######## mips16_multicycle_ctrl ########
Figure 1. Metal layers overlaid (mips16_multicycle_ctrl).
The bar under the picture is 20 µm long. Only two layers are drawn.
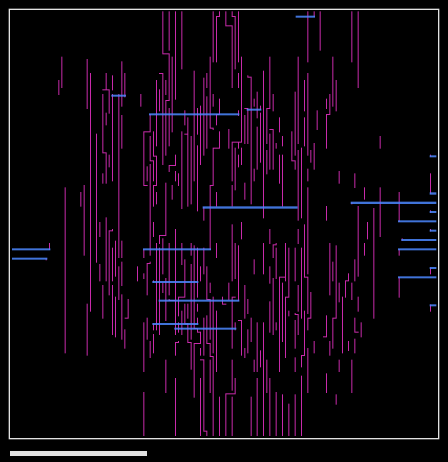

===== config.mk =====
export PLATFORM = sky130hd
export DESIGN_NAME = mips16_multicycle_ctrl
export DESIGN_NICKNAME = d
export VERILOG_FILES = /design/src/rtl/mips16_multicycle_ctrl.sv
export SDC_FILE = /design/constraint.sdc
export NUM_CORES = 1
export LEC_CHECK = 0
export CAP_MARGIN = 25
export CORE_MARGIN = 4
export CORE_UTILIZATION = 45
export CTS_CLUSTER_SIZE = 28
export DETAILED_ROUTE_END_ITERATION = 16
export GPL_TIMING_DRIVEN = 0
export HOLD_SLACK_MARGIN = 0.02
export PLACE_DENSITY = 0.88
export SLEW_MARGIN = 20
export SYNTH_ARGS = -nofsm -noshare
export SYNTH_HDL_FRONTEND = slang
export SYNTH_SLANG_ARGS = --single-unit
export TNS_END_PERCENT = 1

===== constraint.sdc =====
create_clock -name clk -period 2.8 [get_ports clk]
set_input_delay 0.56 -clock clk [delete_from_list [all_inputs] [get_ports clk]]
set_output_delay 0.56 -clock clk [all_outputs]
set_load 0.02 [all_outputs]

===== src/rtl/mips16_multicycle_ctrl.sv =====
// mips16_multicycle_ctrl: Moore control FSM for a multicycle 16-bit MIPS-like datapath.
// Ports: clk, reset (sync, active-high); opcode = IR[15:13]; mem_ready = memory access done.
// Outputs: datapath strobes and muxes, alu_op, state (debug), instr_count (retired instructions).
// Define MIPS16_CTRL_MEM_WAIT_EN to make FETCH/MEM_RD/MEM_WR wait on mem_ready;
// otherwise mem_ready is ignored and every memory state lasts one cycle.
module mips16_multicycle_ctrl (
  input  logic        clk,
  input  logic        reset,
  input  logic [2:0]  opcode,
  input  logic        mem_ready,
  output logic        pc_write,
  output logic        pc_write_cond,
  output logic        ir_write,
  output logic        mem_read,
  output logic        mem_write,
  output logic        i_or_d,
  output logic        reg_write,
  output logic        alu_src_a,
  output logic        instr_done,
  output logic [1:0]  alu_op,
  output logic [1:0]  alu_src_b,
  output logic [1:0]  reg_dst,
  output logic [1:0]  mem_to_reg,
  output logic [1:0]  pc_src,
  output logic [3:0]  state,
  output logic [15:0] instr_count
);
  typedef enum logic [3:0] {
    FETCH = 4'd0, DECODE = 4'd1, EXEC_R = 4'd2, EXEC_I = 4'd3, MEM_ADDR = 4'd4, MEM_RD = 4'd5,
    MEM_WR = 4'd6, WB_MEM = 4'd7, WB_ALU = 4'd8, BRANCH = 4'd9, JUMP = 4'd10
  } state_t;
  state_t state_q, state_d;
  logic [2:0] op_q, op_d;
  logic [15:0] cnt_q, cnt_d;
  logic rdy;
`ifdef MIPS16_CTRL_MEM_WAIT_EN
  assign rdy = mem_ready;
`else
  assign rdy = mem_ready | 1'b1;
`endif
  always_comb begin
    pc_write      = 1'b0;
    pc_write_cond = 1'b0;
    ir_write      = 1'b0;
    mem_read      = 1'b0;
    mem_write     = 1'b0;
    i_or_d        = 1'b0;
    reg_write     = 1'b0;
    alu_src_a     = 1'b0;
    instr_done    = 1'b0;
    alu_op        = 2'b00;
    alu_src_b     = 2'b00;
    reg_dst       = 2'b00;
    mem_to_reg    = 2'b00;
    pc_src        = 2'b00;
    op_d          = op_q;
    state_d       = FETCH;
    case (state_q)
      FETCH: begin
        mem_read  = 1'b1;
        alu_src_b = 2'b01;
        alu_op    = 2'b11;
        ir_write  = rdy;
        pc_write  = rdy;
        state_d   = rdy ? DECODE : FETCH;
      end
      DECODE: begin
        alu_src_b = 2'b11;
        alu_op    = 2'b11;
        op_d      = opcode;
        state_d   = opcode == 3'b000 ? EXEC_R :
                    (opcode == 3'b001 || opcode == 3'b111) ? EXEC_I :
                    opcode[2:1] == 2'b10 ? MEM_ADDR :
                    opcode == 3'b110 ? BRANCH : JUMP;
      end
      EXEC_R: begin
        alu_src_a = 1'b1;
        state_d   = WB_ALU;
      end
      EXEC_I: begin
        alu_src_a = 1'b1;
        alu_src_b = 2'b10;
        alu_op    = op_q == 3'b001 ? 2'b10 : 2'b11;
        state_d   = WB_ALU;
      end
      MEM_ADDR: begin
        alu_src_a = 1'b1;
        alu_src_b = 2'b10;
        alu_op    = 2'b11;
        state_d   = op_q[0] ? MEM_WR : MEM_RD;
      end
      MEM_RD: begin
        mem_read = 1'b1;
        i_or_d   = 1'b1;
        state_d  = rdy ? WB_MEM : MEM_RD;
      end
      MEM_WR: begin
        mem_write  = 1'b1;
        i_or_d     = 1'b1;
        instr_done = rdy;
        state_d    = rdy ? FETCH : MEM_WR;
      end
      WB_MEM: begin
        reg_write  = 1'b1;
        mem_to_reg = 2'b01;
        instr_done = 1'b1;
      end
      WB_ALU: begin
        reg_write  = 1'b1;
        reg_dst    = op_q == 3'b000 ? 2'b01 : 2'b00;
        instr_done = 1'b1;
      end
      BRANCH: begin
        alu_src_a     = 1'b1;
        alu_op        = 2'b01;
        pc_write_cond = 1'b1;
        pc_src        = 2'b01;
        instr_done    = 1'b1;
      end
      JUMP: begin
        pc_write   = 1'b1;
        pc_src     = 2'b10;
        reg_write  = op_q == 3'b011;
        reg_dst    = op_q == 3'b011 ? 2'b10 : 2'b00;
        mem_to_reg = op_q == 3'b011 ? 2'b10 : 2'b00;
        instr_done = 1'b1;
      end
      default: state_d = FETCH;
    endcase
    // Reset presents FETCH's datapath settings with every strobe held low.
    if (reset) begin
      pc_write      = 1'b0;
      pc_write_cond = 1'b0;
      ir_write      = 1'b0;
      mem_read      = 1'b0;
      mem_write     = 1'b0;
      i_or_d        = 1'b0;
      reg_write     = 1'b0;
      alu_src_a     = 1'b0;
      instr_done    = 1'b0;
      alu_op        = 2'b11;
      alu_src_b     = 2'b01;
      reg_dst       = 2'b00;
      mem_to_reg    = 2'b00;
      pc_src        = 2'b00;
    end
    cnt_d = cnt_q + {15'd0, instr_done};
  end
  always_ff @(posedge clk) begin
    if (reset) begin
      state_q <= FETCH;
      op_q    <= 3'b000;
      cnt_q   <= 16'd0;
    end else begin
      state_q <= state_d;
      op_q    <= op_d;
      cnt_q   <= cnt_d;
    end
  end
  assign state       = reset ? 4'd0 : state_q;
  assign instr_count = cnt_q;
endmodule

######## benes_sched_ctrl ########
`src/rtl/util_pack.sv`:
```
// Shared Benes network constants and types used by the permutation scheduler.
package util_pack;

  localparam int unsigned PACKAGE_STAGE_NUM  = 9;
  localparam int unsigned PACKAGE_SWITCH_NUM = 16;
  localparam int unsigned STAGE_W            = $clog2(PACKAGE_STAGE_NUM);

  typedef logic [PACKAGE_SWITCH_NUM-1:0] sw_word_t;

  typedef enum logic [1:0] {
    EMPTY   = 2'd0,
    LOADING = 2'd1,
    READY   = 2'd2
  } slot_state_e;

endpackage

```
`src/rtl/benes_slot_tracker.sv`:
```
// Per-slot load-state FSM, written-stage mask, inflight count and write guard.
module benes_slot_tracker
  import util_pack::*;
(
  input  logic               clk,
  input  logic               rst_n,
  input  logic               wr_en,
  input  logic [STAGE_W-1:0] wr_stage,
  input  logic               acc,
  input  logic               ret,
  output logic               ready,
  output logic               wr_ok_c
);

  localparam int unsigned CNT_W = 4;
  localparam logic [PACKAGE_STAGE_NUM-1:0] MASK_FULL = '1;

  slot_state_e                  state;
  logic [PACKAGE_STAGE_NUM-1:0] mask;
  logic [PACKAGE_STAGE_NUM-1:0] stage_bit;
  logic [PACKAGE_STAGE_NUM-1:0] mask_next;
  logic [CNT_W-1:0]             inflight;

  // A same-cycle accept on this slot takes priority over a reload
  always_comb begin
    stage_bit = PACKAGE_STAGE_NUM'(1) << wr_stage;
    mask_next = mask | stage_bit;
    wr_ok_c   = wr_en
              & (wr_stage <= STAGE_W'(PACKAGE_STAGE_NUM - 1))
              & (inflight == '0)
              & ~acc;
  end

  always_ff @(posedge clk or negedge rst_n) begin
    if (!rst_n) begin
      state    <= EMPTY;
      mask     <= '0;
      ready    <= 1'b0;
      inflight <= '0;
    end else begin
      if (wr_ok_c) begin
        unique case (state)
          LOADING: begin
            mask <= mask_next;
            if (mask_next == MASK_FULL) begin
              state <= READY;
              ready <= 1'b1;
            end
          end
          default: begin
            mask  <= stage_bit;
            state <= LOADING;
            ready <= 1'b0;
          end
        endcase
      end
      if (acc && !ret) begin
        inflight <= inflight + CNT_W'(1);
      end else if (ret && !acc) begin
        inflight <= inflight - CNT_W'(1);
      end
    end
  end

endmodule

```
`src/rtl/benes_sched_ctrl.sv`:
```
// Benes network sequencer: slot config memory, slot-tag pipeline and stream handshakes.
module benes_sched_ctrl
  import util_pack::*;
#(
  parameter int unsigned N_SLOT = 4,
  parameter int unsigned SLOT_W = $clog2(N_SLOT)
) (
  input  logic                                                 clk,
  input  logic                                                 rst_n,
  input  logic                                                 cfg_wr_en,
  input  logic [SLOT_W-1:0]                                    cfg_slot,
  input  logic [STAGE_W-1:0]                                   cfg_stage,
  input  logic [PACKAGE_SWITCH_NUM-1:0]                        cfg_bits,
  output logic                                                 cfg_err,
  output logic [N_SLOT-1:0]                                    slot_ready,
  input  logic                                                 in_valid,
  output logic                                                 in_ready,
  input  logic [SLOT_W-1:0]                                    in_slot,
  output logic [PACKAGE_STAGE_NUM-1:0]                         stage_en,
  output logic [PACKAGE_STAGE_NUM-1:0]                         stage_vld,
  output logic [PACKAGE_STAGE_NUM-1:0][PACKAGE_SWITCH_NUM-1:0] sw_ctrl,
  output logic                                                 out_valid,
  input  logic                                                 out_ready,
  output logic [SLOT_W-1:0]                                    out_slot
);

  localparam int unsigned LAST = PACKAGE_STAGE_NUM - 1;

  sw_word_t                     cfg_mem [N_SLOT][PACKAGE_STAGE_NUM];
  logic [PACKAGE_STAGE_NUM-1:0] vld;
  logic [SLOT_W-1:0]            tag [PACKAGE_STAGE_NUM];
  logic [N_SLOT-1:0]            wr_ok;
  logic                         stall;
  logic                         accept;
  logic                         retire;

  for (genvar i = 0; i < N_SLOT; i++) begin : g_slot
    benes_slot_tracker u_trk (
      .clk      (clk),
      .rst_n    (rst_n),
      .wr_en    (cfg_wr_en && (cfg_slot == SLOT_W'(i))),
      .wr_stage (cfg_stage),
      .acc      (accept && (in_slot == SLOT_W'(i))),
      .ret      (retire && (tag[LAST] == SLOT_W'(i))),
      .ready    (slot_ready[i]),
      .wr_ok_c  (wr_ok[i])
    );
  end

  // Handshake and global stall; the whole pipe freezes behind a blocked output
  always_comb begin
    stall     = vld[LAST] & ~out_ready;
    retire    = vld[LAST] & out_ready;
    in_ready  = ~stall & slot_ready[in_slot];
    accept    = in_valid & in_ready;
    stage_en  = {PACKAGE_STAGE_NUM{~stall}};
    stage_vld = vld;
    out_valid = vld[LAST];
    out_slot  = tag[LAST];
    for (int s = 0; s < PACKAGE_STAGE_NUM; s++) begin
      sw_ctrl[s] = vld[s] ? cfg_mem[tag[s]][s] : '0;
    end
  end

  always_ff @(posedge clk or negedge rst_n) begin
    if (!rst_n) begin
      cfg_err <= 1'b0;
      for (int i = 0; i < N_SLOT; i++) begin
        for (int s = 0; s < PACKAGE_STAGE_NUM; s++) begin
          cfg_mem[i][s] <= '0;
        end
      end
    end else begin
      cfg_err <= cfg_wr_en & ~(|wr_ok);
      for (int i = 0; i < N_SLOT; i++) begin
        for (int s = 0; s < PACKAGE_STAGE_NUM; s++) begin
          if (wr_ok[i] && (cfg_stage == STAGE_W'(s))) begin
            cfg_mem[i][s] <= cfg_bits;
          end
        end
      end
    end
  end

  // Slot-tag pipeline tracking each vector through the network stages
  always_ff @(posedge clk or negedge rst_n) begin
    if (!rst_n) begin
      vld <= '0;
      for (int s = 0; s < PACKAGE_STAGE_NUM; s++) begin
        tag[s] <= '0;
      end
    end else if (!stall) begin
      vld    <= {vld[LAST-1:0], accept};
      tag[0] <= in_slot;
      for (int s = 1; s < PACKAGE_STAGE_NUM; s++) begin
        tag[s] <= tag[s-1];
      end
    end
  end

endmodule

```
`config.mk`:
```
export PLATFORM = sky130hd
export DESIGN_NAME = benes_sched_ctrl
export DESIGN_NICKNAME = d
export VERILOG_FILES = /design/src/rtl/util_pack.sv /design/src/rtl/benes_slot_tracker.sv /design/src/rtl/benes_sched_ctrl.sv
export SDC_FILE = /design/constraint.sdc
export NUM_CORES = 1
export LEC_CHECK = 0
export ABC_AREA = 1
export CORE_MARGIN = 2
export CORE_UTILIZATION = 54
export DETAILED_ROUTE_END_ITERATION = 16
export HOLD_SLACK_MARGIN = 0.02
export PLACE_DENSITY = 0.85
export SLEW_MARGIN = 20
export SYNTH_ARGS = -nofsm -noshare
export SYNTH_HDL_FRONTEND = slang
export SYNTH_HIERARCHICAL = 1
export SYNTH_SLANG_ARGS = --single-unit
```
`constraint.sdc`:
```
create_clock -name clk -period 2.8 [get_ports clk]
set_input_delay 0.42 -clock clk [delete_from_list [all_inputs] [get_ports clk]]
set_output_delay 0.42 -clock clk [all_outputs]
set_load 0.02 [all_outputs]
```
######## node_endpoint ########
<file path="src/rtl/router_pkg.sv">
// router_pkg: default link/packet widths, phit/packet types, TX FSM state
// encoding and a phit-XOR checksum helper shared by the node endpoint.
package router_pkg;
    localparam int PKT_W_DEF  = 32;
    localparam int PHIT_W_DEF = 8;
    localparam int BEATS_DEF  = PKT_W_DEF / PHIT_W_DEF;

    typedef logic [PHIT_W_DEF-1:0] phit_t;
    typedef logic [PKT_W_DEF-1:0]  pkt_t;

    typedef enum logic {
        TX_IDLE,
        TX_SEND
    } tx_state_t;

    // XOR of every phit of a default-width packet
    function automatic phit_t cksum(input pkt_t pkt);
        phit_t acc;
        acc = '0;
        for (int i = 0; i < BEATS_DEF; i++) begin
            acc ^= pkt[i*PHIT_W_DEF +: PHIT_W_DEF];
        end
        return acc;
    endfunction
endpackage

</file>
<file path="src/rtl/pkt_fifo.sv">
// pkt_fifo: packet-wide circular FIFO. Writes while full and reads while
// empty are ignored; data_out shows the head entry and reads as zero when empty.
module pkt_fifo
    import router_pkg::*;
#(
    parameter int DEPTH = 4,
    parameter int W     = PKT_W_DEF
) (
    input  logic                   clock,
    input  logic                   reset_n,
    input  logic                   wr,
    input  logic [W-1:0]           wr_data,
    input  logic                   rd,
    output logic [W-1:0]           data_out,
    output logic                   full,
    output logic                   empty,
    output logic [$clog2(DEPTH):0] count
);
    localparam int AW = $clog2(DEPTH);
    localparam int CW = AW + 1;

    logic [W-1:0]  mem [DEPTH];
    logic [AW-1:0] wr_ptr_reg;
    logic [AW-1:0] rd_ptr_reg;
    logic [CW-1:0] count_reg;
    logic          do_wr;
    logic          do_rd;

    assign full     = (count_reg == CW'(DEPTH));
    assign empty    = (count_reg == '0);
    assign count    = count_reg;
    assign do_wr    = wr && !full;
    assign do_rd    = rd && !empty;
    assign data_out = empty ? '0 : mem[rd_ptr_reg];

    // Pointer and occupancy bookkeeping; pointers wrap naturally (power-of-two depth)
    always_ff @(posedge clock) begin
        if (!reset_n) begin
            wr_ptr_reg <= '0;
            rd_ptr_reg <= '0;
            count_reg  <= '0;
        end else begin
            if (do_wr) wr_ptr_reg <= wr_ptr_reg + AW'(1);
            if (do_rd) rd_ptr_reg <= rd_ptr_reg + AW'(1);
            if (do_wr && !do_rd) begin
                count_reg <= count_reg + CW'(1);
            end else if (!do_wr && do_rd) begin
                count_reg <= count_reg - CW'(1);
            end
        end
    end

    // Storage write; contents need no reset since the pointers define validity
    always_ff @(posedge clock) begin
        if (do_wr) mem[wr_ptr_reg] <= wr_data;
    end
endmodule

</file>
<file path="src/rtl/node_endpoint.sv">
// node_endpoint: network-interface node. Outbound packets are queued and
// serialised MSB phit first; inbound phits are reassembled and queued with
// valid/ready toward the packet side.
// Optional build macro NODE_CKSUM_EN appends/verifies one XOR checksum phit
// per packet and drives rx_err on an inbound mismatch.
module node_endpoint
    import router_pkg::*;
#(
    parameter int NODEID   = 0,
    parameter int PKT_W    = PKT_W_DEF,
    parameter int PHIT_W   = PHIT_W_DEF,
    parameter int TX_DEPTH = 4,
    parameter int RX_DEPTH = 2
) (
    input  logic              clock,
    input  logic              reset_n,
    input  logic [PKT_W-1:0]  pkt_in,
    input  logic              pkt_in_avail,
    output logic              cQ_full,
    output logic [PKT_W-1:0]  pkt_out,
    output logic              pkt_out_avail,
    input  logic              pkt_out_ready,
    input  logic              free_outbound,
    output logic              put_outbound,
    output logic [PHIT_W-1:0] payload_outbound,
    output logic              free_inbound,
    input  logic              put_inbound,
    input  logic [PHIT_W-1:0] payload_inbound,
    output logic              rx_err
);
    localparam int BEATS = PKT_W / PHIT_W;
`ifdef NODE_CKSUM_EN
    localparam int PHITS = BEATS + 1;
`else
    localparam int PHITS = BEATS;
`endif
    localparam int BW    = $clog2(PHITS + 1);
    localparam int RX_CW = $clog2(RX_DEPTH) + 1;

    // The node identifier is informational only
    logic nodeid_unused;
    assign nodeid_unused = (NODEID != 0);

    // ---------------- outbound ----------------
    tx_state_t         state_reg, state_next;
    logic [PKT_W-1:0]  tx_shift_reg, tx_shift_next;
    logic [BW-1:0]     tx_beat_reg, tx_beat_next;
    logic [PKT_W-1:0]  tx_head;
    logic              tx_pop;
    logic              tx_empty;
    logic [$clog2(TX_DEPTH):0] tx_count_unused;
`ifdef NODE_CKSUM_EN
    logic [PHIT_W-1:0] tx_cks_reg, tx_cks_next;
`endif

    pkt_fifo #(.DEPTH(TX_DEPTH), .W(PKT_W)) u_tx_fifo (
        .clock    (clock),
        .reset_n  (reset_n),
        .wr       (pkt_in_avail),
        .wr_data  (pkt_in),
        .rd       (tx_pop),
        .data_out (tx_head),
        .full     (cQ_full),
        .empty    (tx_empty),
        .count    (tx_count_unused)
    );

    // TX FSM state, shift register and beat counter
    always_ff @(posedge clock) begin
        if (!reset_n) begin
            state_reg    <= TX_IDLE;
            tx_shift_reg <= '0;
            tx_beat_reg  <= '0;
`ifdef NODE_CKSUM_EN
            tx_cks_reg   <= '0;
`endif
        end else begin
            state_reg    <= state_next;
            tx_shift_reg <= tx_shift_next;
            tx_beat_reg  <= tx_beat_next;
`ifdef NODE_CKSUM_EN
            tx_cks_reg   <= tx_cks_next;
`endif
        end
    end

    // TX next-state: free_outbound only matters in IDLE; a started packet always completes
    always_comb begin
        state_next       = state_reg;
        tx_shift_next    = tx_shift_reg;
        tx_beat_next     = tx_beat_reg;
        tx_pop           = 1'b0;
        put_outbound     = 1'b0;
        payload_outbound = '0;
`ifdef NODE_CKSUM_EN
        tx_cks_next      = tx_cks_reg;
`endif
        case (state_reg)
            TX_IDLE: begin
                if (!tx_empty && free_outbound) begin
                    tx_pop        = 1'b1;
                    tx_shift_next = tx_head;
                    tx_beat_next  = '0;
`ifdef NODE_CKSUM_EN
                    tx_cks_next   = '0;
`endif
                    state_next    = TX_SEND;
                end
            end
            TX_SEND: begin
                put_outbound = 1'b1;
                tx_beat_next = tx_beat_reg + BW'(1);
                if (tx_beat_reg < BW'(BEATS)) begin
                    payload_outbound = tx_shift_reg[PKT_W-1 -: PHIT_W];
                    tx_shift_next    = tx_shift_reg << PHIT_W;
`ifdef NODE_CKSUM_EN
                    tx_cks_next      = tx_cks_reg ^ tx_shift_reg[PKT_W-1 -: PHIT_W];
                end else begin
                    payload_outbound = tx_cks_reg;
`endif
                end
                if (tx_beat_reg == BW'(PHITS - 1)) state_next = TX_IDLE;
            end
            default: state_next = TX_IDLE;
        endcase
    end

    // ---------------- inbound ----------------
    logic              rx_busy_reg, rx_busy_next;
    logic [BW-1:0]     rx_beat_reg, rx_beat_next;
    logic [PKT_W-1:0]  rx_asm_reg, rx_asm_next;
    logic [PKT_W-1:0]  rx_push_data;
    logic              rx_push;
    logic              rx_accept;
    logic              rx_empty;
    logic              rx_full_unused;
    logic [RX_CW-1:0]  rx_count;
`ifdef NODE_CKSUM_EN
    logic [PHIT_W-1:0] rx_cks_reg, rx_cks_next;
    logic              rx_err_reg, rx_err_next;
`endif

    pkt_fifo #(.DEPTH(RX_DEPTH), .W(PKT_W)) u_rx_fifo (
        .clock    (clock),
        .reset_n  (reset_n),
        .wr       (rx_push),
        .wr_data  (rx_push_data),
        .rd       (pkt_out_ready),
        .data_out (pkt_out),
        .full     (rx_full_unused),
        .empty    (rx_empty),
        .count    (rx_count)
    );

    assign pkt_out_avail = !rx_empty;
    // Room is checked only at packet start: the FIFO cannot fill mid-packet
    assign free_inbound  = rx_busy_reg || (rx_count < RX_CW'(RX_DEPTH));
    assign rx_accept     = put_inbound && free_inbound;

    // RX assembler registers
    always_ff @(posedge clock) begin
        if (!reset_n) begin
            rx_busy_reg <= 1'b0;
            rx_beat_reg <= '0;
            rx_asm_reg  <= '0;
`ifdef NODE_CKSUM_EN
            rx_cks_reg  <= '0;
            rx_err_reg  <= 1'b0;
`endif
        end else begin
            rx_busy_reg <= rx_busy_next;
            rx_beat_reg <= rx_beat_next;
            rx_asm_reg  <= rx_asm_next;
`ifdef NODE_CKSUM_EN
            rx_cks_reg  <= rx_cks_next;
            rx_err_reg  <= rx_err_next;
`endif
        end
    end

    // RX assembly: shift accepted phits in, push on the final phit of a packet
    always_comb begin
        rx_busy_next = rx_busy_reg;
        rx_beat_next = rx_beat_reg;
        rx_asm_next  = rx_asm_reg;
        rx_push      = 1'b0;
        rx_push_data = rx_asm_reg;
`ifdef NODE_CKSUM_EN
        rx_cks_next  = rx_cks_reg;
        rx_err_next  = 1'b0;
`endif
        if (rx_accept) begin
            if (rx_beat_reg < BW'(BEATS)) begin
                rx_asm_next = (rx_asm_reg << PHIT_W) | PKT_W'(payload_inbound);
`ifdef NODE_CKSUM_EN
                rx_cks_next = rx_cks_reg ^ payload_inbound;
`endif
            end
            if (rx_beat_reg == BW'(PHITS - 1)) begin
                rx_busy_next = 1'b0;
                rx_beat_next = '0;
`ifdef NODE_CKSUM_EN
                rx_cks_next  = '0;
                rx_push_data = rx_asm_reg;
                if (payload_inbound == rx_cks_reg) begin
                    rx_push = 1'b1;
                end else begin
                    rx_err_next = 1'b1;
                end
`else
                rx_push      = 1'b1;
                rx_push_data = rx_asm_next;
`endif
            end else begin
                rx_busy_next = 1'b1;
                rx_beat_next = rx_beat_reg + BW'(1);
            end
        end
    end

`ifdef NODE_CKSUM_EN
    assign rx_err = rx_err_reg;
`else
    assign rx_err = 1'b0;
`endif
endmodule

</file>
<file path="config.mk">
export PLATFORM = sky130hd
export DESIGN_NAME = node_endpoint
export DESIGN_NICKNAME = d
export VERILOG_FILES = /design/src/rtl/router_pkg.sv /design/src/rtl/pkt_fifo.sv /design/src/rtl/node_endpoint.sv
export SDC_FILE = /design/constraint.sdc
export NUM_CORES = 1
export LEC_CHECK = 0
export ABC_AREA = 0
export CORE_AREA = 2 2 209 160
export CTS_CLUSTER_DIAMETER = 60
export CTS_CLUSTER_SIZE = 24
export DETAILED_ROUTE_END_ITERATION = 7
export DIE_AREA = 0 0 211 162
export SETUP_SLACK_MARGIN = 0.15
export SLEW_MARGIN = 10
export SYNTH_ARGS = -nofsm -noshare
export SYNTH_HDL_FRONTEND = slang
export SYNTH_SLANG_ARGS = --single-unit
</file>
<file path="constraint.sdc">
create_clock -name clock -period 3.6 [get_ports clock]
set_input_delay 0.72 -clock clock [delete_from_list [all_inputs] [get_ports clock]]
set_output_delay 0.72 -clock clock [all_outputs]
set_load 0.01 [all_outputs]
</file>
######## mem_port_rr_arbiter_flat ########
===== config.mk =====
export PLATFORM = sky130hd
export DESIGN_NAME = mem_port_rr_arbiter_flat
export DESIGN_NICKNAME = d
export VERILOG_FILES = /design/src/rtl/mem_port_rr_arbiter_pkg.sv /design/src/rtl/mem_port_rr_arbiter_if.sv /design/src/rtl/mem_port_rr_arbiter_rr_priority_pick.sv /design/src/rtl/mem_port_rr_arbiter.sv /design/src/flat_wrapper.sv
export SDC_FILE = /design/constraint.sdc
export NUM_CORES = 1
export LEC_CHECK = 0
export ABC_AREA = 1
export CORE_MARGIN = 1
export CORE_UTILIZATION = 50
export DETAILED_ROUTE_END_ITERATION = 16
export GPL_ROUTABILITY_DRIVEN = 0
export GPL_TIMING_DRIVEN = 0
export MAX_ROUTING_LAYER = met4
export PLACE_DENSITY = 0.76
export SLEW_MARGIN = 20
export SYNTH_ARGS = -nofsm -noshare
export SYNTH_HDL_FRONTEND = slang
export SYNTH_SLANG_ARGS = --single-unit

===== constraint.sdc =====
create_clock -name Clk -period 3.14 [get_ports Clk]
set_input_delay 0.628 -clock Clk [delete_from_list [all_inputs] [get_ports Clk]]
set_output_delay 0.628 -clock Clk [all_outputs]
set_load 0.1 [all_outputs]

===== src/rtl/mem_port_rr_arbiter_pkg.sv =====
// rtl/mem_port_rr_arbiter_pkg.sv - shared types, sizes and index helpers for the round-robin port arbiter
package mem_port_rr_arbiter_pkg;

  localparam int NUM_REQ = 4;
  localparam int SEL_W   = 2;

  typedef enum logic [1:0] {
    IDLE    = 2'd0,
    ISSUE   = 2'd1,
    BUSY    = 2'd2,
    RELEASE = 2'd3
  } arbState_t;

  // Index arithmetic wraps naturally at SEL_W bits, giving mod-NUM_REQ rotation.
  function automatic logic [SEL_W-1:0] nextIdx(input logic [SEL_W-1:0] idx);
    return SEL_W'(idx + 1'b1);
  endfunction

  function automatic logic [NUM_REQ-1:0] idxToOneHot(input logic [SEL_W-1:0] idx);
    return NUM_REQ'(1) << idx;
  endfunction

endpackage


===== src/rtl/mem_port_rr_arbiter_if.sv =====
// rtl/mem_port_rr_arbiter_if.sv - request/grant and shared-port handshake bundle for the arbiter
interface mem_port_rr_arbiter_if
  import mem_port_rr_arbiter_pkg::*;
  ();

  logic [NUM_REQ-1:0] Req;
  logic               MemReady;
  logic [NUM_REQ-1:0] Grant;
  logic [SEL_W-1:0]   Sel;
  logic               MemStart;
  logic [NUM_REQ-1:0] Ack;
  logic               Busy;
  logic               Timeout;

  modport master (
    input  Req, MemReady,
    output Grant, Sel, MemStart, Ack, Busy, Timeout
  );

  modport slave (
    output Req, MemReady,
    input  Grant, Sel, MemStart, Ack, Busy, Timeout
  );

endinterface


===== src/rtl/mem_port_rr_arbiter_rr_priority_pick.sv =====
// rtl/mem_port_rr_arbiter_rr_priority_pick.sv - combinational rotate/find-first starting at ptr
module rr_priority_pick
  import mem_port_rr_arbiter_pkg::*;
  (
    input  logic [NUM_REQ-1:0] req,
    input  logic [SEL_W-1:0]   ptr,
    output logic               valid,
    output logic [SEL_W-1:0]   idx
  );

  logic [SEL_W-1:0] cand;

  always_comb begin
    valid = 1'b0;
    idx   = ptr;
    cand  = ptr;
    for (int k = 0; k < NUM_REQ; k++) begin
      cand = SEL_W'(ptr + SEL_W'(k));
      if (!valid && req[cand]) begin
        valid = 1'b1;
        idx   = cand;
      end
    end
  end

endmodule


===== src/rtl/mem_port_rr_arbiter.sv =====
// rtl/mem_port_rr_arbiter.sv - 4-way round-robin arbiter for one shared memory port
// Optional forced release after MAX_WAIT busy cycles when ARB_TIMEOUT_EN is defined.
module mem_port_rr_arbiter
  import mem_port_rr_arbiter_pkg::*;
  #(
    parameter int MAX_WAIT = 16
  )
  (
    input logic                   Clk,
    input logic                   Reset,
    mem_port_rr_arbiter_if.master bus
  );

  if (MAX_WAIT < 2) begin : gBadMaxWait
    $error("MAX_WAIT must be at least 2");
  end

  arbState_t          state, stateNext;
  logic [NUM_REQ-1:0] grantQ, grantNext;
  logic [NUM_REQ-1:0] ackQ, ackNext;
  logic [SEL_W-1:0]   selQ, selNext;
  logic [SEL_W-1:0]   ptrQ, ptrNext;
  logic               pickValid;
  logic [SEL_W-1:0]   pickIdx;
  logic               doRelease;

`ifdef ARB_TIMEOUT_EN
  localparam int CNT_W = $clog2(MAX_WAIT + 1);
  logic [CNT_W-1:0] waitCnt, waitCntNext;
  logic             timeoutQ, timeoutNext;
`endif

  rr_priority_pick uPick (
    .req   (bus.Req),
    .ptr   (ptrQ),
    .valid (pickValid),
    .idx   (pickIdx)
  );

  always_ff @(posedge Clk or posedge Reset) begin
    if (Reset) begin
      state <= IDLE;
    end else begin
      state <= stateNext;
    end
  end

  always_ff @(posedge Clk or posedge Reset) begin
    if (Reset) begin
      grantQ   <= '0;
      ackQ     <= '0;
      selQ     <= '0;
      ptrQ     <= '0;
`ifdef ARB_TIMEOUT_EN
      waitCnt  <= '0;
      timeoutQ <= 1'b0;
`endif
    end else begin
      grantQ   <= grantNext;
      ackQ     <= ackNext;
      selQ     <= selNext;
      ptrQ     <= ptrNext;
`ifdef ARB_TIMEOUT_EN
      waitCnt  <= waitCntNext;
      timeoutQ <= timeoutNext;
`endif
    end
  end

  always_comb begin
    stateNext   = state;
    grantNext   = grantQ;
    selNext     = selQ;
    ptrNext     = ptrQ;
    ackNext     = '0;
    doRelease   = 1'b0;
`ifdef ARB_TIMEOUT_EN
    waitCntNext = waitCnt;
    timeoutNext = 1'b0;
`endif

    case (state)
      IDLE: begin
        if (pickValid) begin
          stateNext = ISSUE;
          grantNext = idxToOneHot(pickIdx);
          selNext   = pickIdx;
        end
      end
      ISSUE: begin
`ifdef ARB_TIMEOUT_EN
        waitCntNext = '0;
`endif
        if (bus.MemReady) begin
          doRelease = 1'b1;
        end else begin
          stateNext = BUSY;
        end
      end
      BUSY: begin
        if (bus.MemReady) begin
          doRelease = 1'b1;
`ifdef ARB_TIMEOUT_EN
        end else if (waitCnt == CNT_W'(MAX_WAIT - 1)) begin
          // This busy cycle is the MAX_WAIT-th; ready on the same cycle wins above.
          doRelease   = 1'b1;
          timeoutNext = 1'b1;
        end else begin
          waitCntNext = CNT_W'(waitCnt + 1'b1);
`endif
        end
      end
      RELEASE: begin
        stateNext = IDLE;
      end
      default: begin
        stateNext = IDLE;
      end
    endcase

    // Sel keeps the finished index through RELEASE; only Grant drops.
    if (doRelease) begin
      stateNext = RELEASE;
      ackNext   = grantQ;
      grantNext = '0;
      ptrNext   = nextIdx(selQ);
    end
  end

  assign bus.Grant    = grantQ;
  assign bus.Sel      = selQ;
  assign bus.Ack      = ackQ;
  assign bus.MemStart = (state == ISSUE);
  assign bus.Busy     = (state != IDLE);
`ifdef ARB_TIMEOUT_EN
  assign bus.Timeout  = timeoutQ;
`else
  assign bus.Timeout  = 1'b0;
`endif

endmodule


===== src/flat_wrapper.sv =====
// flat-port wrapper written by rule: the top's interface ports become plain ports
module mem_port_rr_arbiter_flat import mem_port_rr_arbiter_pkg::*;
#(
    parameter int MAX_WAIT = 16
  )
  (Clk, Reset, bus_Req, bus_MemReady, bus_Grant, bus_Sel, bus_MemStart, bus_Ack, bus_Busy, bus_Timeout);
  mem_port_rr_arbiter_if bus_i ();
  input logic Clk;
  input logic Reset;
  input wire logic [$bits(bus_i.Req)-1:0] bus_Req;
  input wire logic [$bits(bus_i.MemReady)-1:0] bus_MemReady;
  output wire logic [$bits(bus_i.Grant)-1:0] bus_Grant;
  output wire logic [$bits(bus_i.Sel)-1:0] bus_Sel;
  output wire logic [$bits(bus_i.MemStart)-1:0] bus_MemStart;
  output wire logic [$bits(bus_i.Ack)-1:0] bus_Ack;
  output wire logic [$bits(bus_i.Busy)-1:0] bus_Busy;
  output wire logic [$bits(bus_i.Timeout)-1:0] bus_Timeout;
  assign bus_i.Req = bus_Req;
  assign bus_i.MemReady = bus_MemReady;
  assign bus_Grant = bus_i.Grant;
  assign bus_Sel = bus_i.Sel;
  assign bus_MemStart = bus_i.MemStart;
  assign bus_Ack = bus_i.Ack;
  assign bus_Busy = bus_i.Busy;
  assign bus_Timeout = bus_i.Timeout;
  mem_port_rr_arbiter #(.MAX_WAIT(MAX_WAIT)) u_core (.Clk(Clk), .Reset(Reset), .bus(bus_i));
endmodule


==> layout pictures side by side <==
Metal layers overlaid.
picture 1
The bar under the picture is 50 µm long. Only two layers are drawn.
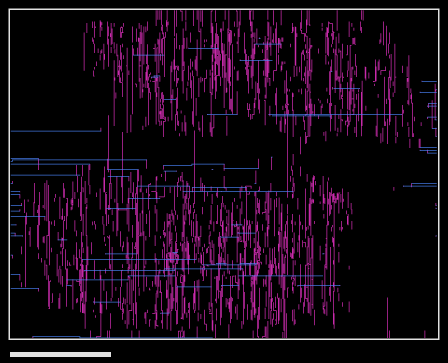
picture 2
The bar under the picture is 50 µm long. Only two layers are drawn.
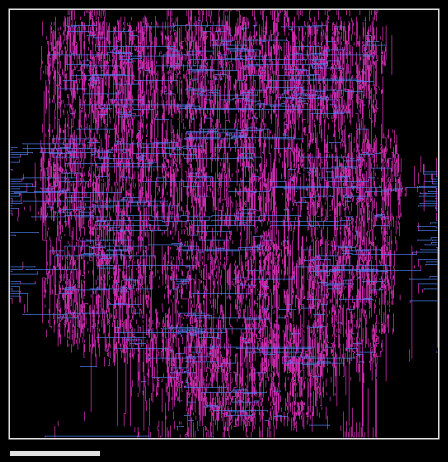
picture 3
The bar under the picture is 10 µm long. Only two layers are drawn.
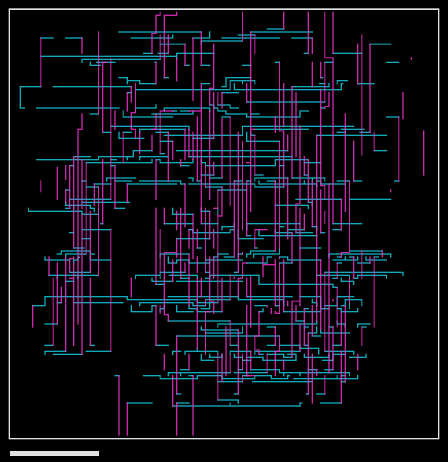
benes_sched_ctrl -> picture 2
node_endpoint -> picture 1
mem_port_rr_arbiter_flat -> picture 3

Figure 2. Clock routing (node_endpoint).
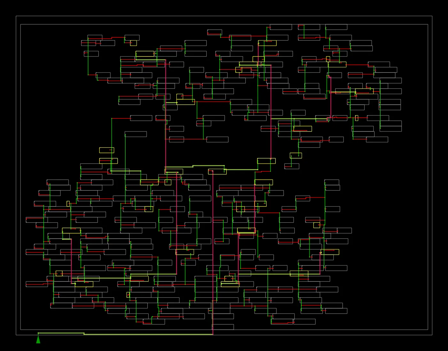
Sink Count: 278
Clock Skew: 0.0169 ns
clock buffer count: 23

Figure 3. Placed cells, one color a class (node_endpoint).
Fill, decap, tap and diode cells in gray.
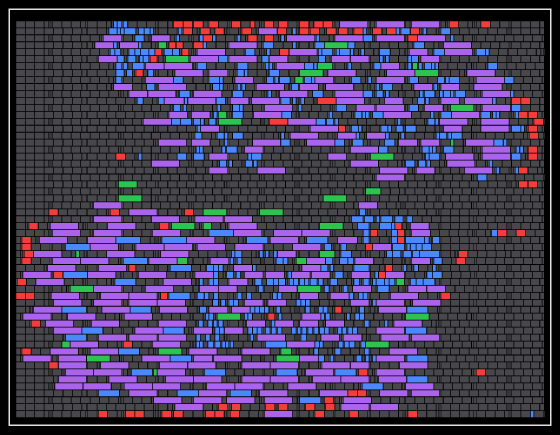
[blue] all other logic | cells: 441
[green] clock drivers and dummy loads | cells: 38
[purple] flip-flops | cells: 278
[red] other buffers and delay cells | cells: 109

==> flow_summary.ini, node_endpoint <==
; implementation run metrics
[final_layout]
drive_gt1_share_pct = 14.1
layout.nonclk_buf_share_pct = 8.10
reg_top3 = u_tx_fifo.mem x128, u_rx_fifo.mem x64
comb-cell-share_pct = 25.2
sh_seq_area_pct = 57.2
nNetsFinal = 907

[placed_design]
post_dp_cell_area_mm2 = 0.0124
dp_cells = 1241
gp_congestion = 0.729
place_ws_ns = 0.582

[cts]
hold_buffers = 0
postCtsSetupBuffers = 0
clock_latency_ns = 0.51
cts_root_buf = clkbuf_16
cts_buffers = 21

[worst_setup_path]
cp_slowest_stage_delay_ns = 0.77
crit_buf_inv = 2
regToRegSetupSlack_ns = 1.11
cp.required_ns = 2.88
cp_slowest_cell = dfxtp_2
crit_fanout = 19
path_depth = 4
r2r-end = u_tx_fifo.count[2]
critPathTopFamily = flip-flops
crit_chain = buf_12 > mux2i_1 > nor2_1 > clkdlybuf4s50_1

[final_timing]
finalSetupViolations = 0
slew_headroom_pct = 31.4
hold-worst-slack_ns = 0.459
clock.fmax_ghz = 0.328
period_used_pct = 84.6

[synthesis]
avgSynthCellArea_um2 = 14.4
synth_top_cell_by_count = edfxtp_1
ys_types = 46
synthMuxAreaShare_pct = 13.1
aoi_share_pct = 7.14
synth_seq_share_pct = 67.5
synthXorXnorAreaFrac_pct = 0.710
ys_area_mm2 = 0.0111
async_flop_share_pct = 0
synth_cells = 768

[die]
chipHeight_um = 162
die_area_mm2 = 0.0342
io_pins = 91
num_rows = 57

[grt]
grt_pass1_vias = 6251
grt_max_degree = 39

[outcome]
status = completed

[worst_hold_path]
hold-path-cell-count = 2

[routing]
drt_iter0_markers = 420
avgViaCountPerCell = 4.84
final_antenna_net_count = 0
[node_endpoint: layer usage]
| layer | track usage [%] | up-vias | wire length, µm |
|---|---|---|---|
| li1 | - | 2989 | - |
| met1 | 20.6 | 3058 | 11300 |
| met2 | 19.0 | 114 | 9490 |
| met3 | 2.49 | 28 | 1230 |
| met4 | 2.69 | 2 | 359 |
| met5 | 0 | - | 13 |
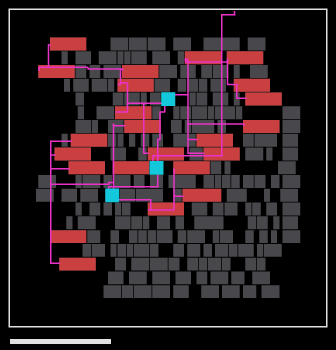
Figure 4: mips16_multicycle_ctrl, clock distribution.
The bar under the picture is 20 µm long.
[cyan] cells driving clock nets | count: 3
[red] flip-flops | count: 23
[magenta] clock wires | length: 278 µm
routed clock nets: 4

Figure 5. Clock routing (mips16_multicycle_ctrl).
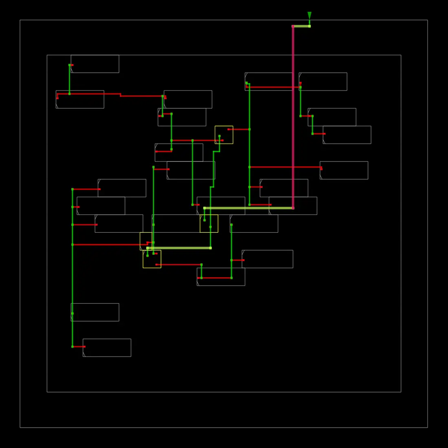
Num CTS Buffers: 3
Sink Count: 23

Notes on Figure 1 above:
[magenta] met2 | wire length: 1620 µm
[blue] met3 | wire length: 123 µm

==> flow_summary.ini, mips16_multicycle_ctrl <==
; implementation run metrics
[outcome]
status = completed

[cts]
cts_root_buf = clkbuf_4
clock_latency_ns = 0.32
postCtsSetupBuffers = 0
path_clk_slew_ns = 0.12
hold_buffers = 0

[worst_setup_path]
cp.required_ns = 2.24
worstSetupStartpointType = flop
setup.worst_path.end = alu_op[0]
r2r_cells = 12
critPathCaptureType = primary output
worstReg2RegStart = state_q[3]
crit_start = state_q[3]

[routing]
final_antenna_net_count = 0
met3_length_um = 122
routed.top_layer = met4
drt-met1-wl_um = 1480

[final_timing]
slew_headroom_pct = 70.0
clock.fmax_ghz = 0.379
period_used_pct = 94.4

[synthesis]
aoi_share_pct = 11.9
synth.top_cell.area_share_pct = 34.5
synth_nets = 172
post-synth-top-area-cell = dfxtp_1
avgSynthCellArea_um2 = 8.15
synthSimpleGateAreaFrac_pct = 33.6
synth_seq_share_pct = 34.5
ys_types = 40
synth_cells = 164
adder_share_pct = 1.87
async_flop_share_pct = 0
top_logic_kind = simple AND/OR/NAND/NOR gates
edf_count = 0

[final_layout]
nNetsFinal = 219
final_cells = 241
regArea_um2 = 462
sh_seq_area_pct = 25.1
combGateArea_um2 = 812
largest_reg_flops = 16
fillers = 254

[die]
num_rows = 19
fp.dieW_um = 62.5
core_mm2 = 0.00281

[run]
drv_cap = 0

[grt]
grt_pass1_vias = 1178
antenna_found_initial = 0
grt_max_degree = 14

[worst_hold_path]
hold_end = op_q[2]
hold-path-cell-count = 2

[placed_design]
port_buffers = 43
mips16_multicycle_ctrl: stage by stage:
stage               worst slack (ns)  hold slack, ns  utilization (%)  TNS [ns]
global placement              -0.456           0.507             64.4     -6.84
detailed placement            -0.495           0.542             64.4     -7.43
CTS                           0.0197           0.561             65.3         0
floorplan                      0.281           0.499                -         0
global route                 -0.0267           0.590             65.5   -0.0267
finish                         0.158           0.560             65.5         0
mips16_multicycle_ctrl: kinds of logic after synthesis:
group | Yosys count
simple gates | 83
flops | 23
compound gates | 22
buf+inv | 15
xor+xnor | 14
mux | 5
fa+ha+maj | 2
Figure 6. Clock distribution (benes_sched_ctrl).
The bar under the picture is 50 µm long.
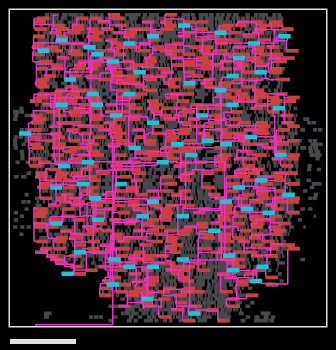
[magenta] clock wires | length: 7690 µm
[cyan] cells driving clock nets | count: 67
[red] flip-flops | count: 664
routed clock nets: 68
flops lie: widely spread

Figure 7. Clock routing (benes_sched_ctrl).
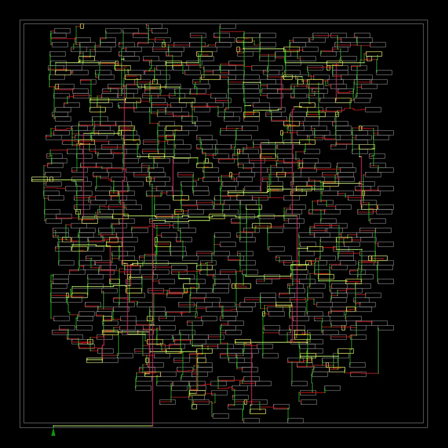
Num CTS Buffers: 67
clock buffer count: 91
Flop Count: 664
clk ins delay skew pair: 0.61 ns

==> flow_summary.ini, benes_sched_ctrl <==
; implementation run metrics
[outcome]
status = completed

[placed_design]
gp_congestion = 0.856
dp_hpwl_um = 50900

[synthesis]
ys_warn_count = 6
post-synth-top-area-cell = dfrtp_1
synthMuxAreaShare_pct = 0.0378
topCellsByArea = dfrtp_1, o21ai_0, nand2_1
async_flop_share_pct = 100
yosys-top-cells-count = o21ai_0, nand2_1, dfrtp_1
flop_cell = dfrtp_1

[final_layout]
largestClassByArea = sequential cells
largest_reg_flops = 576
layout_top_cells = o21ai_0, nand2_1, dfrtp_1, nor2_1, a21oi_1
fillers = 4142
sh_seq_area_pct = 46.5
final_cells = 4582
largest-register = cfg_mem
clkCellAreaFrac_pct = 6.20
syn_to_final_growth_pct = 20.1

[worst_setup_path]
path_depth = 6
setup.worst_path.end = sw_ctrl[96]
crit_type = reg2out
cp.required_ns = 2.38
cp_slowest_stage_delay_ns = 0.63
critical_path_arrival_ns = 2.36
crit_start = tag[5]
worstSetupStartpointType = flop
crit_buf_inv = 3
critPathCaptureType = primary output

[final_timing]
rsz0062_at_grt = no
tns_ns = 0
slew_headroom_pct = 59.0
finalHoldViolCount = 0
slew_violations = 0

[routing]
drc = 0
drt_pre_antenna_iters = 6
final_antenna_net_count = 0
routedWlPerCell_um = 18.6

[cts]
cts_tree = built
hold_buffers = 1
postCtsResizedCells = 151
cts_root_buf = clkbuf_16

[die]
die_area_mm2 = 0.0571
taps = 704

[grt]
antenna_found_initial = 2

[run]
drv_cap = 0
benes_sched_ctrl: metrics by stage:
step                      hold slack (ns)  utilization [%]
final                               0.375             65.3
after global routing                0.428             65.3
after CTS                           0.384             65.2
after detailed placement            0.421             61.2
after global placement              0.420             61.2
after floorplan                     0.124                -
benes_sched_ctrl: layer usage:
layer  track usage (%)  wire length (µm)  vias to the layer above
met3              4.55              6870                      222
li1                  -                 -                    12200
met2              48.0             39700                     1266
met5                 0                11                        -
met1              40.5             34500                    12900
met4              15.2              4070                        2
Figure 8. Clock distribution (mem_port_rr_arbiter_flat).
The bar under the picture is 10 µm long.
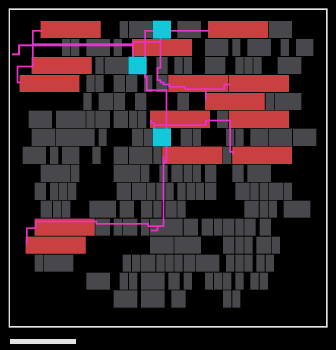
[magenta] clock wires | length: 169 µm
[red] flip-flops | count: 14
[cyan] cells driving clock nets | count: 3
routed clock nets: 4

==> flow_summary.ini, mem_port_rr_arbiter_flat <==
; implementation run metrics
[grt]
grt.met1_usage_pct = 27.8
use_met2_pct = 37.6
grt_use_met3_pct = 3.40

[die]
fp.dieW_um = 47.8
core_mm2 = 0.00196
chipHeight_um = 47.8

[worst_hold_path]
hold-path-cell-count = 2
worstHoldStart = u_core.bus.Grant[0]
hold_path_class = reg2reg

[routing]
met2_length_um = 1090
avgViaCountPerCell = 4.97

[worst_setup_path]
r2r_cells = 7
setup.worst_path.end = bus_Busy
regToRegSetupSlack_ns = 1.46
critPathCaptureType = primary output
worstReg2RegStart = u_core.state[0]
crit_type = reg2out

[final_layout]
fillers = 194
drive_gt1_share_pct = 17.2
logic_gates = 117
lay_top_count = nand2_1
sh_seq_area_pct = 26.9

[placed_design]
dp_cells = 197
post_dp_cell_area_mm2 = 0.00126

[final_timing]
period_used_pct = 91.6
worst_slew_pin_slew_ns = 0.988
fin_ws_ns = 0.263

[synthesis]
avgSynthCellArea_um2 = 6.91
top_logic_kind = simple AND/OR/NAND/NOR gates
async_flop_share_pct = 100
ys.flops = 14
ys_warn_count = 0
flop_cell = dfrtp_1
synth_nets = 162
synth_top_cell_by_count = nand2_1
synth_cells = 152
synth_seq_share_pct = 33.3

[outcome]
status = completed

[cts]
clock_sinks = 14
hold_buffers = 0
cts_tree = built
==> mem_port_rr_arbiter_flat: critical path, cell delays in order (launching register included) <==
cell and delay (ns):
dfrtp_1 0.40, inv_1 0.06, ha_1 0.20, inv_1 0.14, clkdlybuf4s50_1 1.16


==> screenshots <==
Register map, names as in the netlist.
shot_01.png
The bar under the picture is 20 µm long.
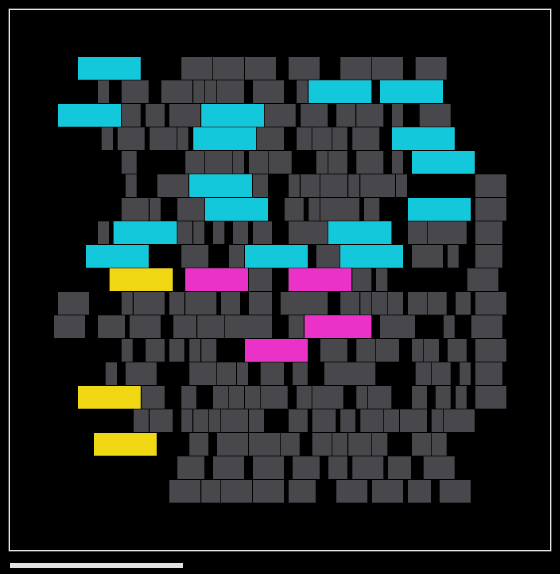
shot_02.png
The bar under the picture is 10 µm long.
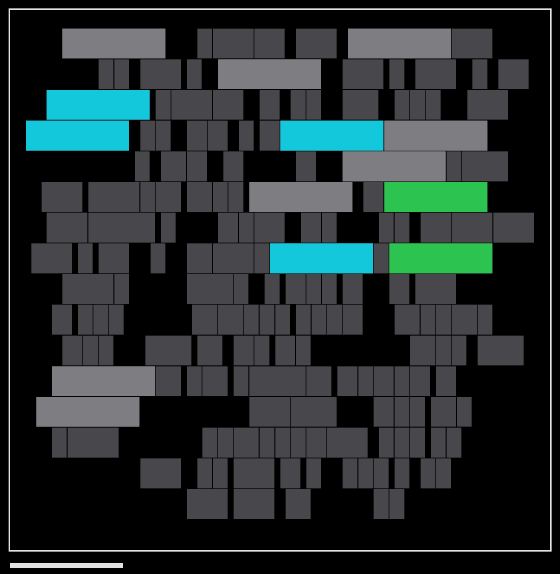
shot_03.png
The bar under the picture is 50 µm long.
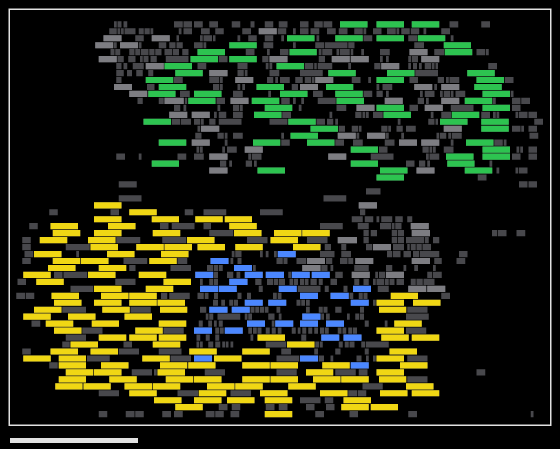
shot_04.png
The bar under the picture is 50 µm long.
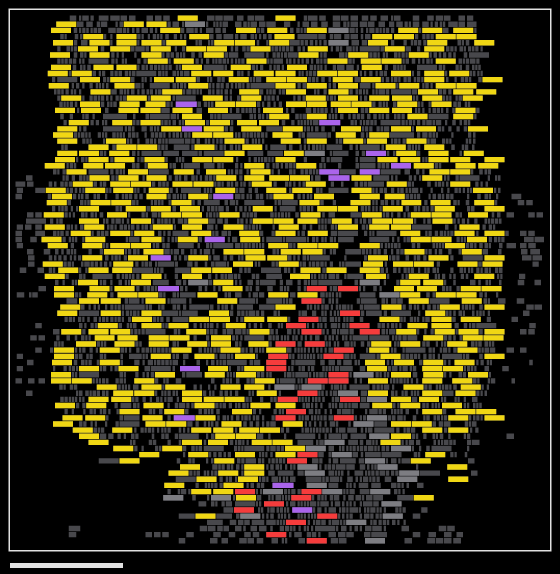
- most cells: shot_04.png
- largest die: shot_04.png
- shot_03.png = node_endpoint
- shot_04.png = benes_sched_ctrl
- shot_01.png = mips16_multicycle_ctrl
- shot_02.png = mem_port_rr_arbiter_flat

Key to shot_04.png:
[yellow] cfg_mem | placed flops: 576 | where: widely spread
[purple] tag | placed flops: 16
[red] g_slot.u_trk/mask | placed flops: 36


==> layout pictures side by side <==
Placed cells, one color a class.
Fill, decap, tap and diode cells in gray.
Plate I
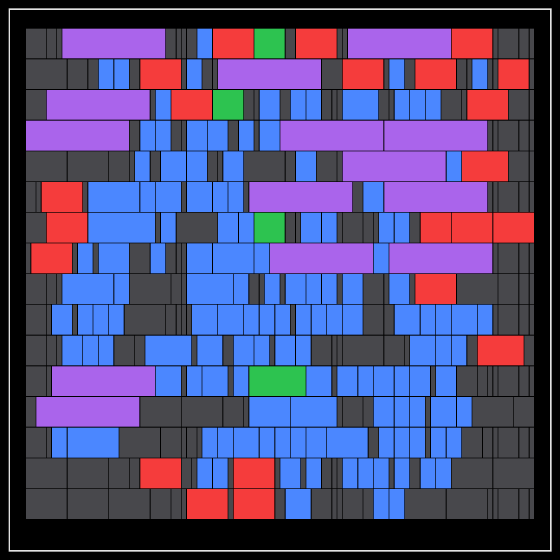
Plate II
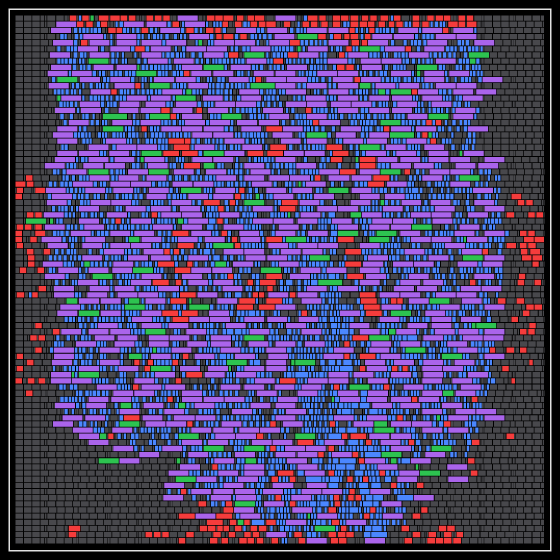
Plate III
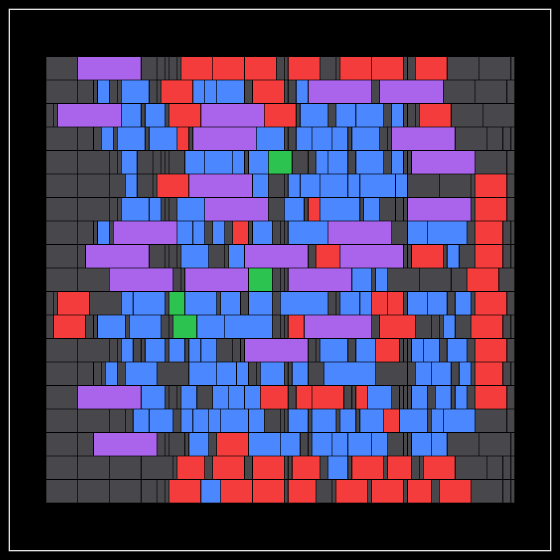
Of these, most sequential cells: Plate II
| picture | from |
|---|---|
| Plate I | mem_port_rr_arbiter_flat |
| Plate II | benes_sched_ctrl |
| Plate III | mips16_multicycle_ctrl |

Key to Plate I:
[green] clock drivers and dummy loads | cells: 4
[purple] flip-flops | cells: 14
[red] other buffers and delay cells | cells: 22
[blue] all other logic | cells: 134

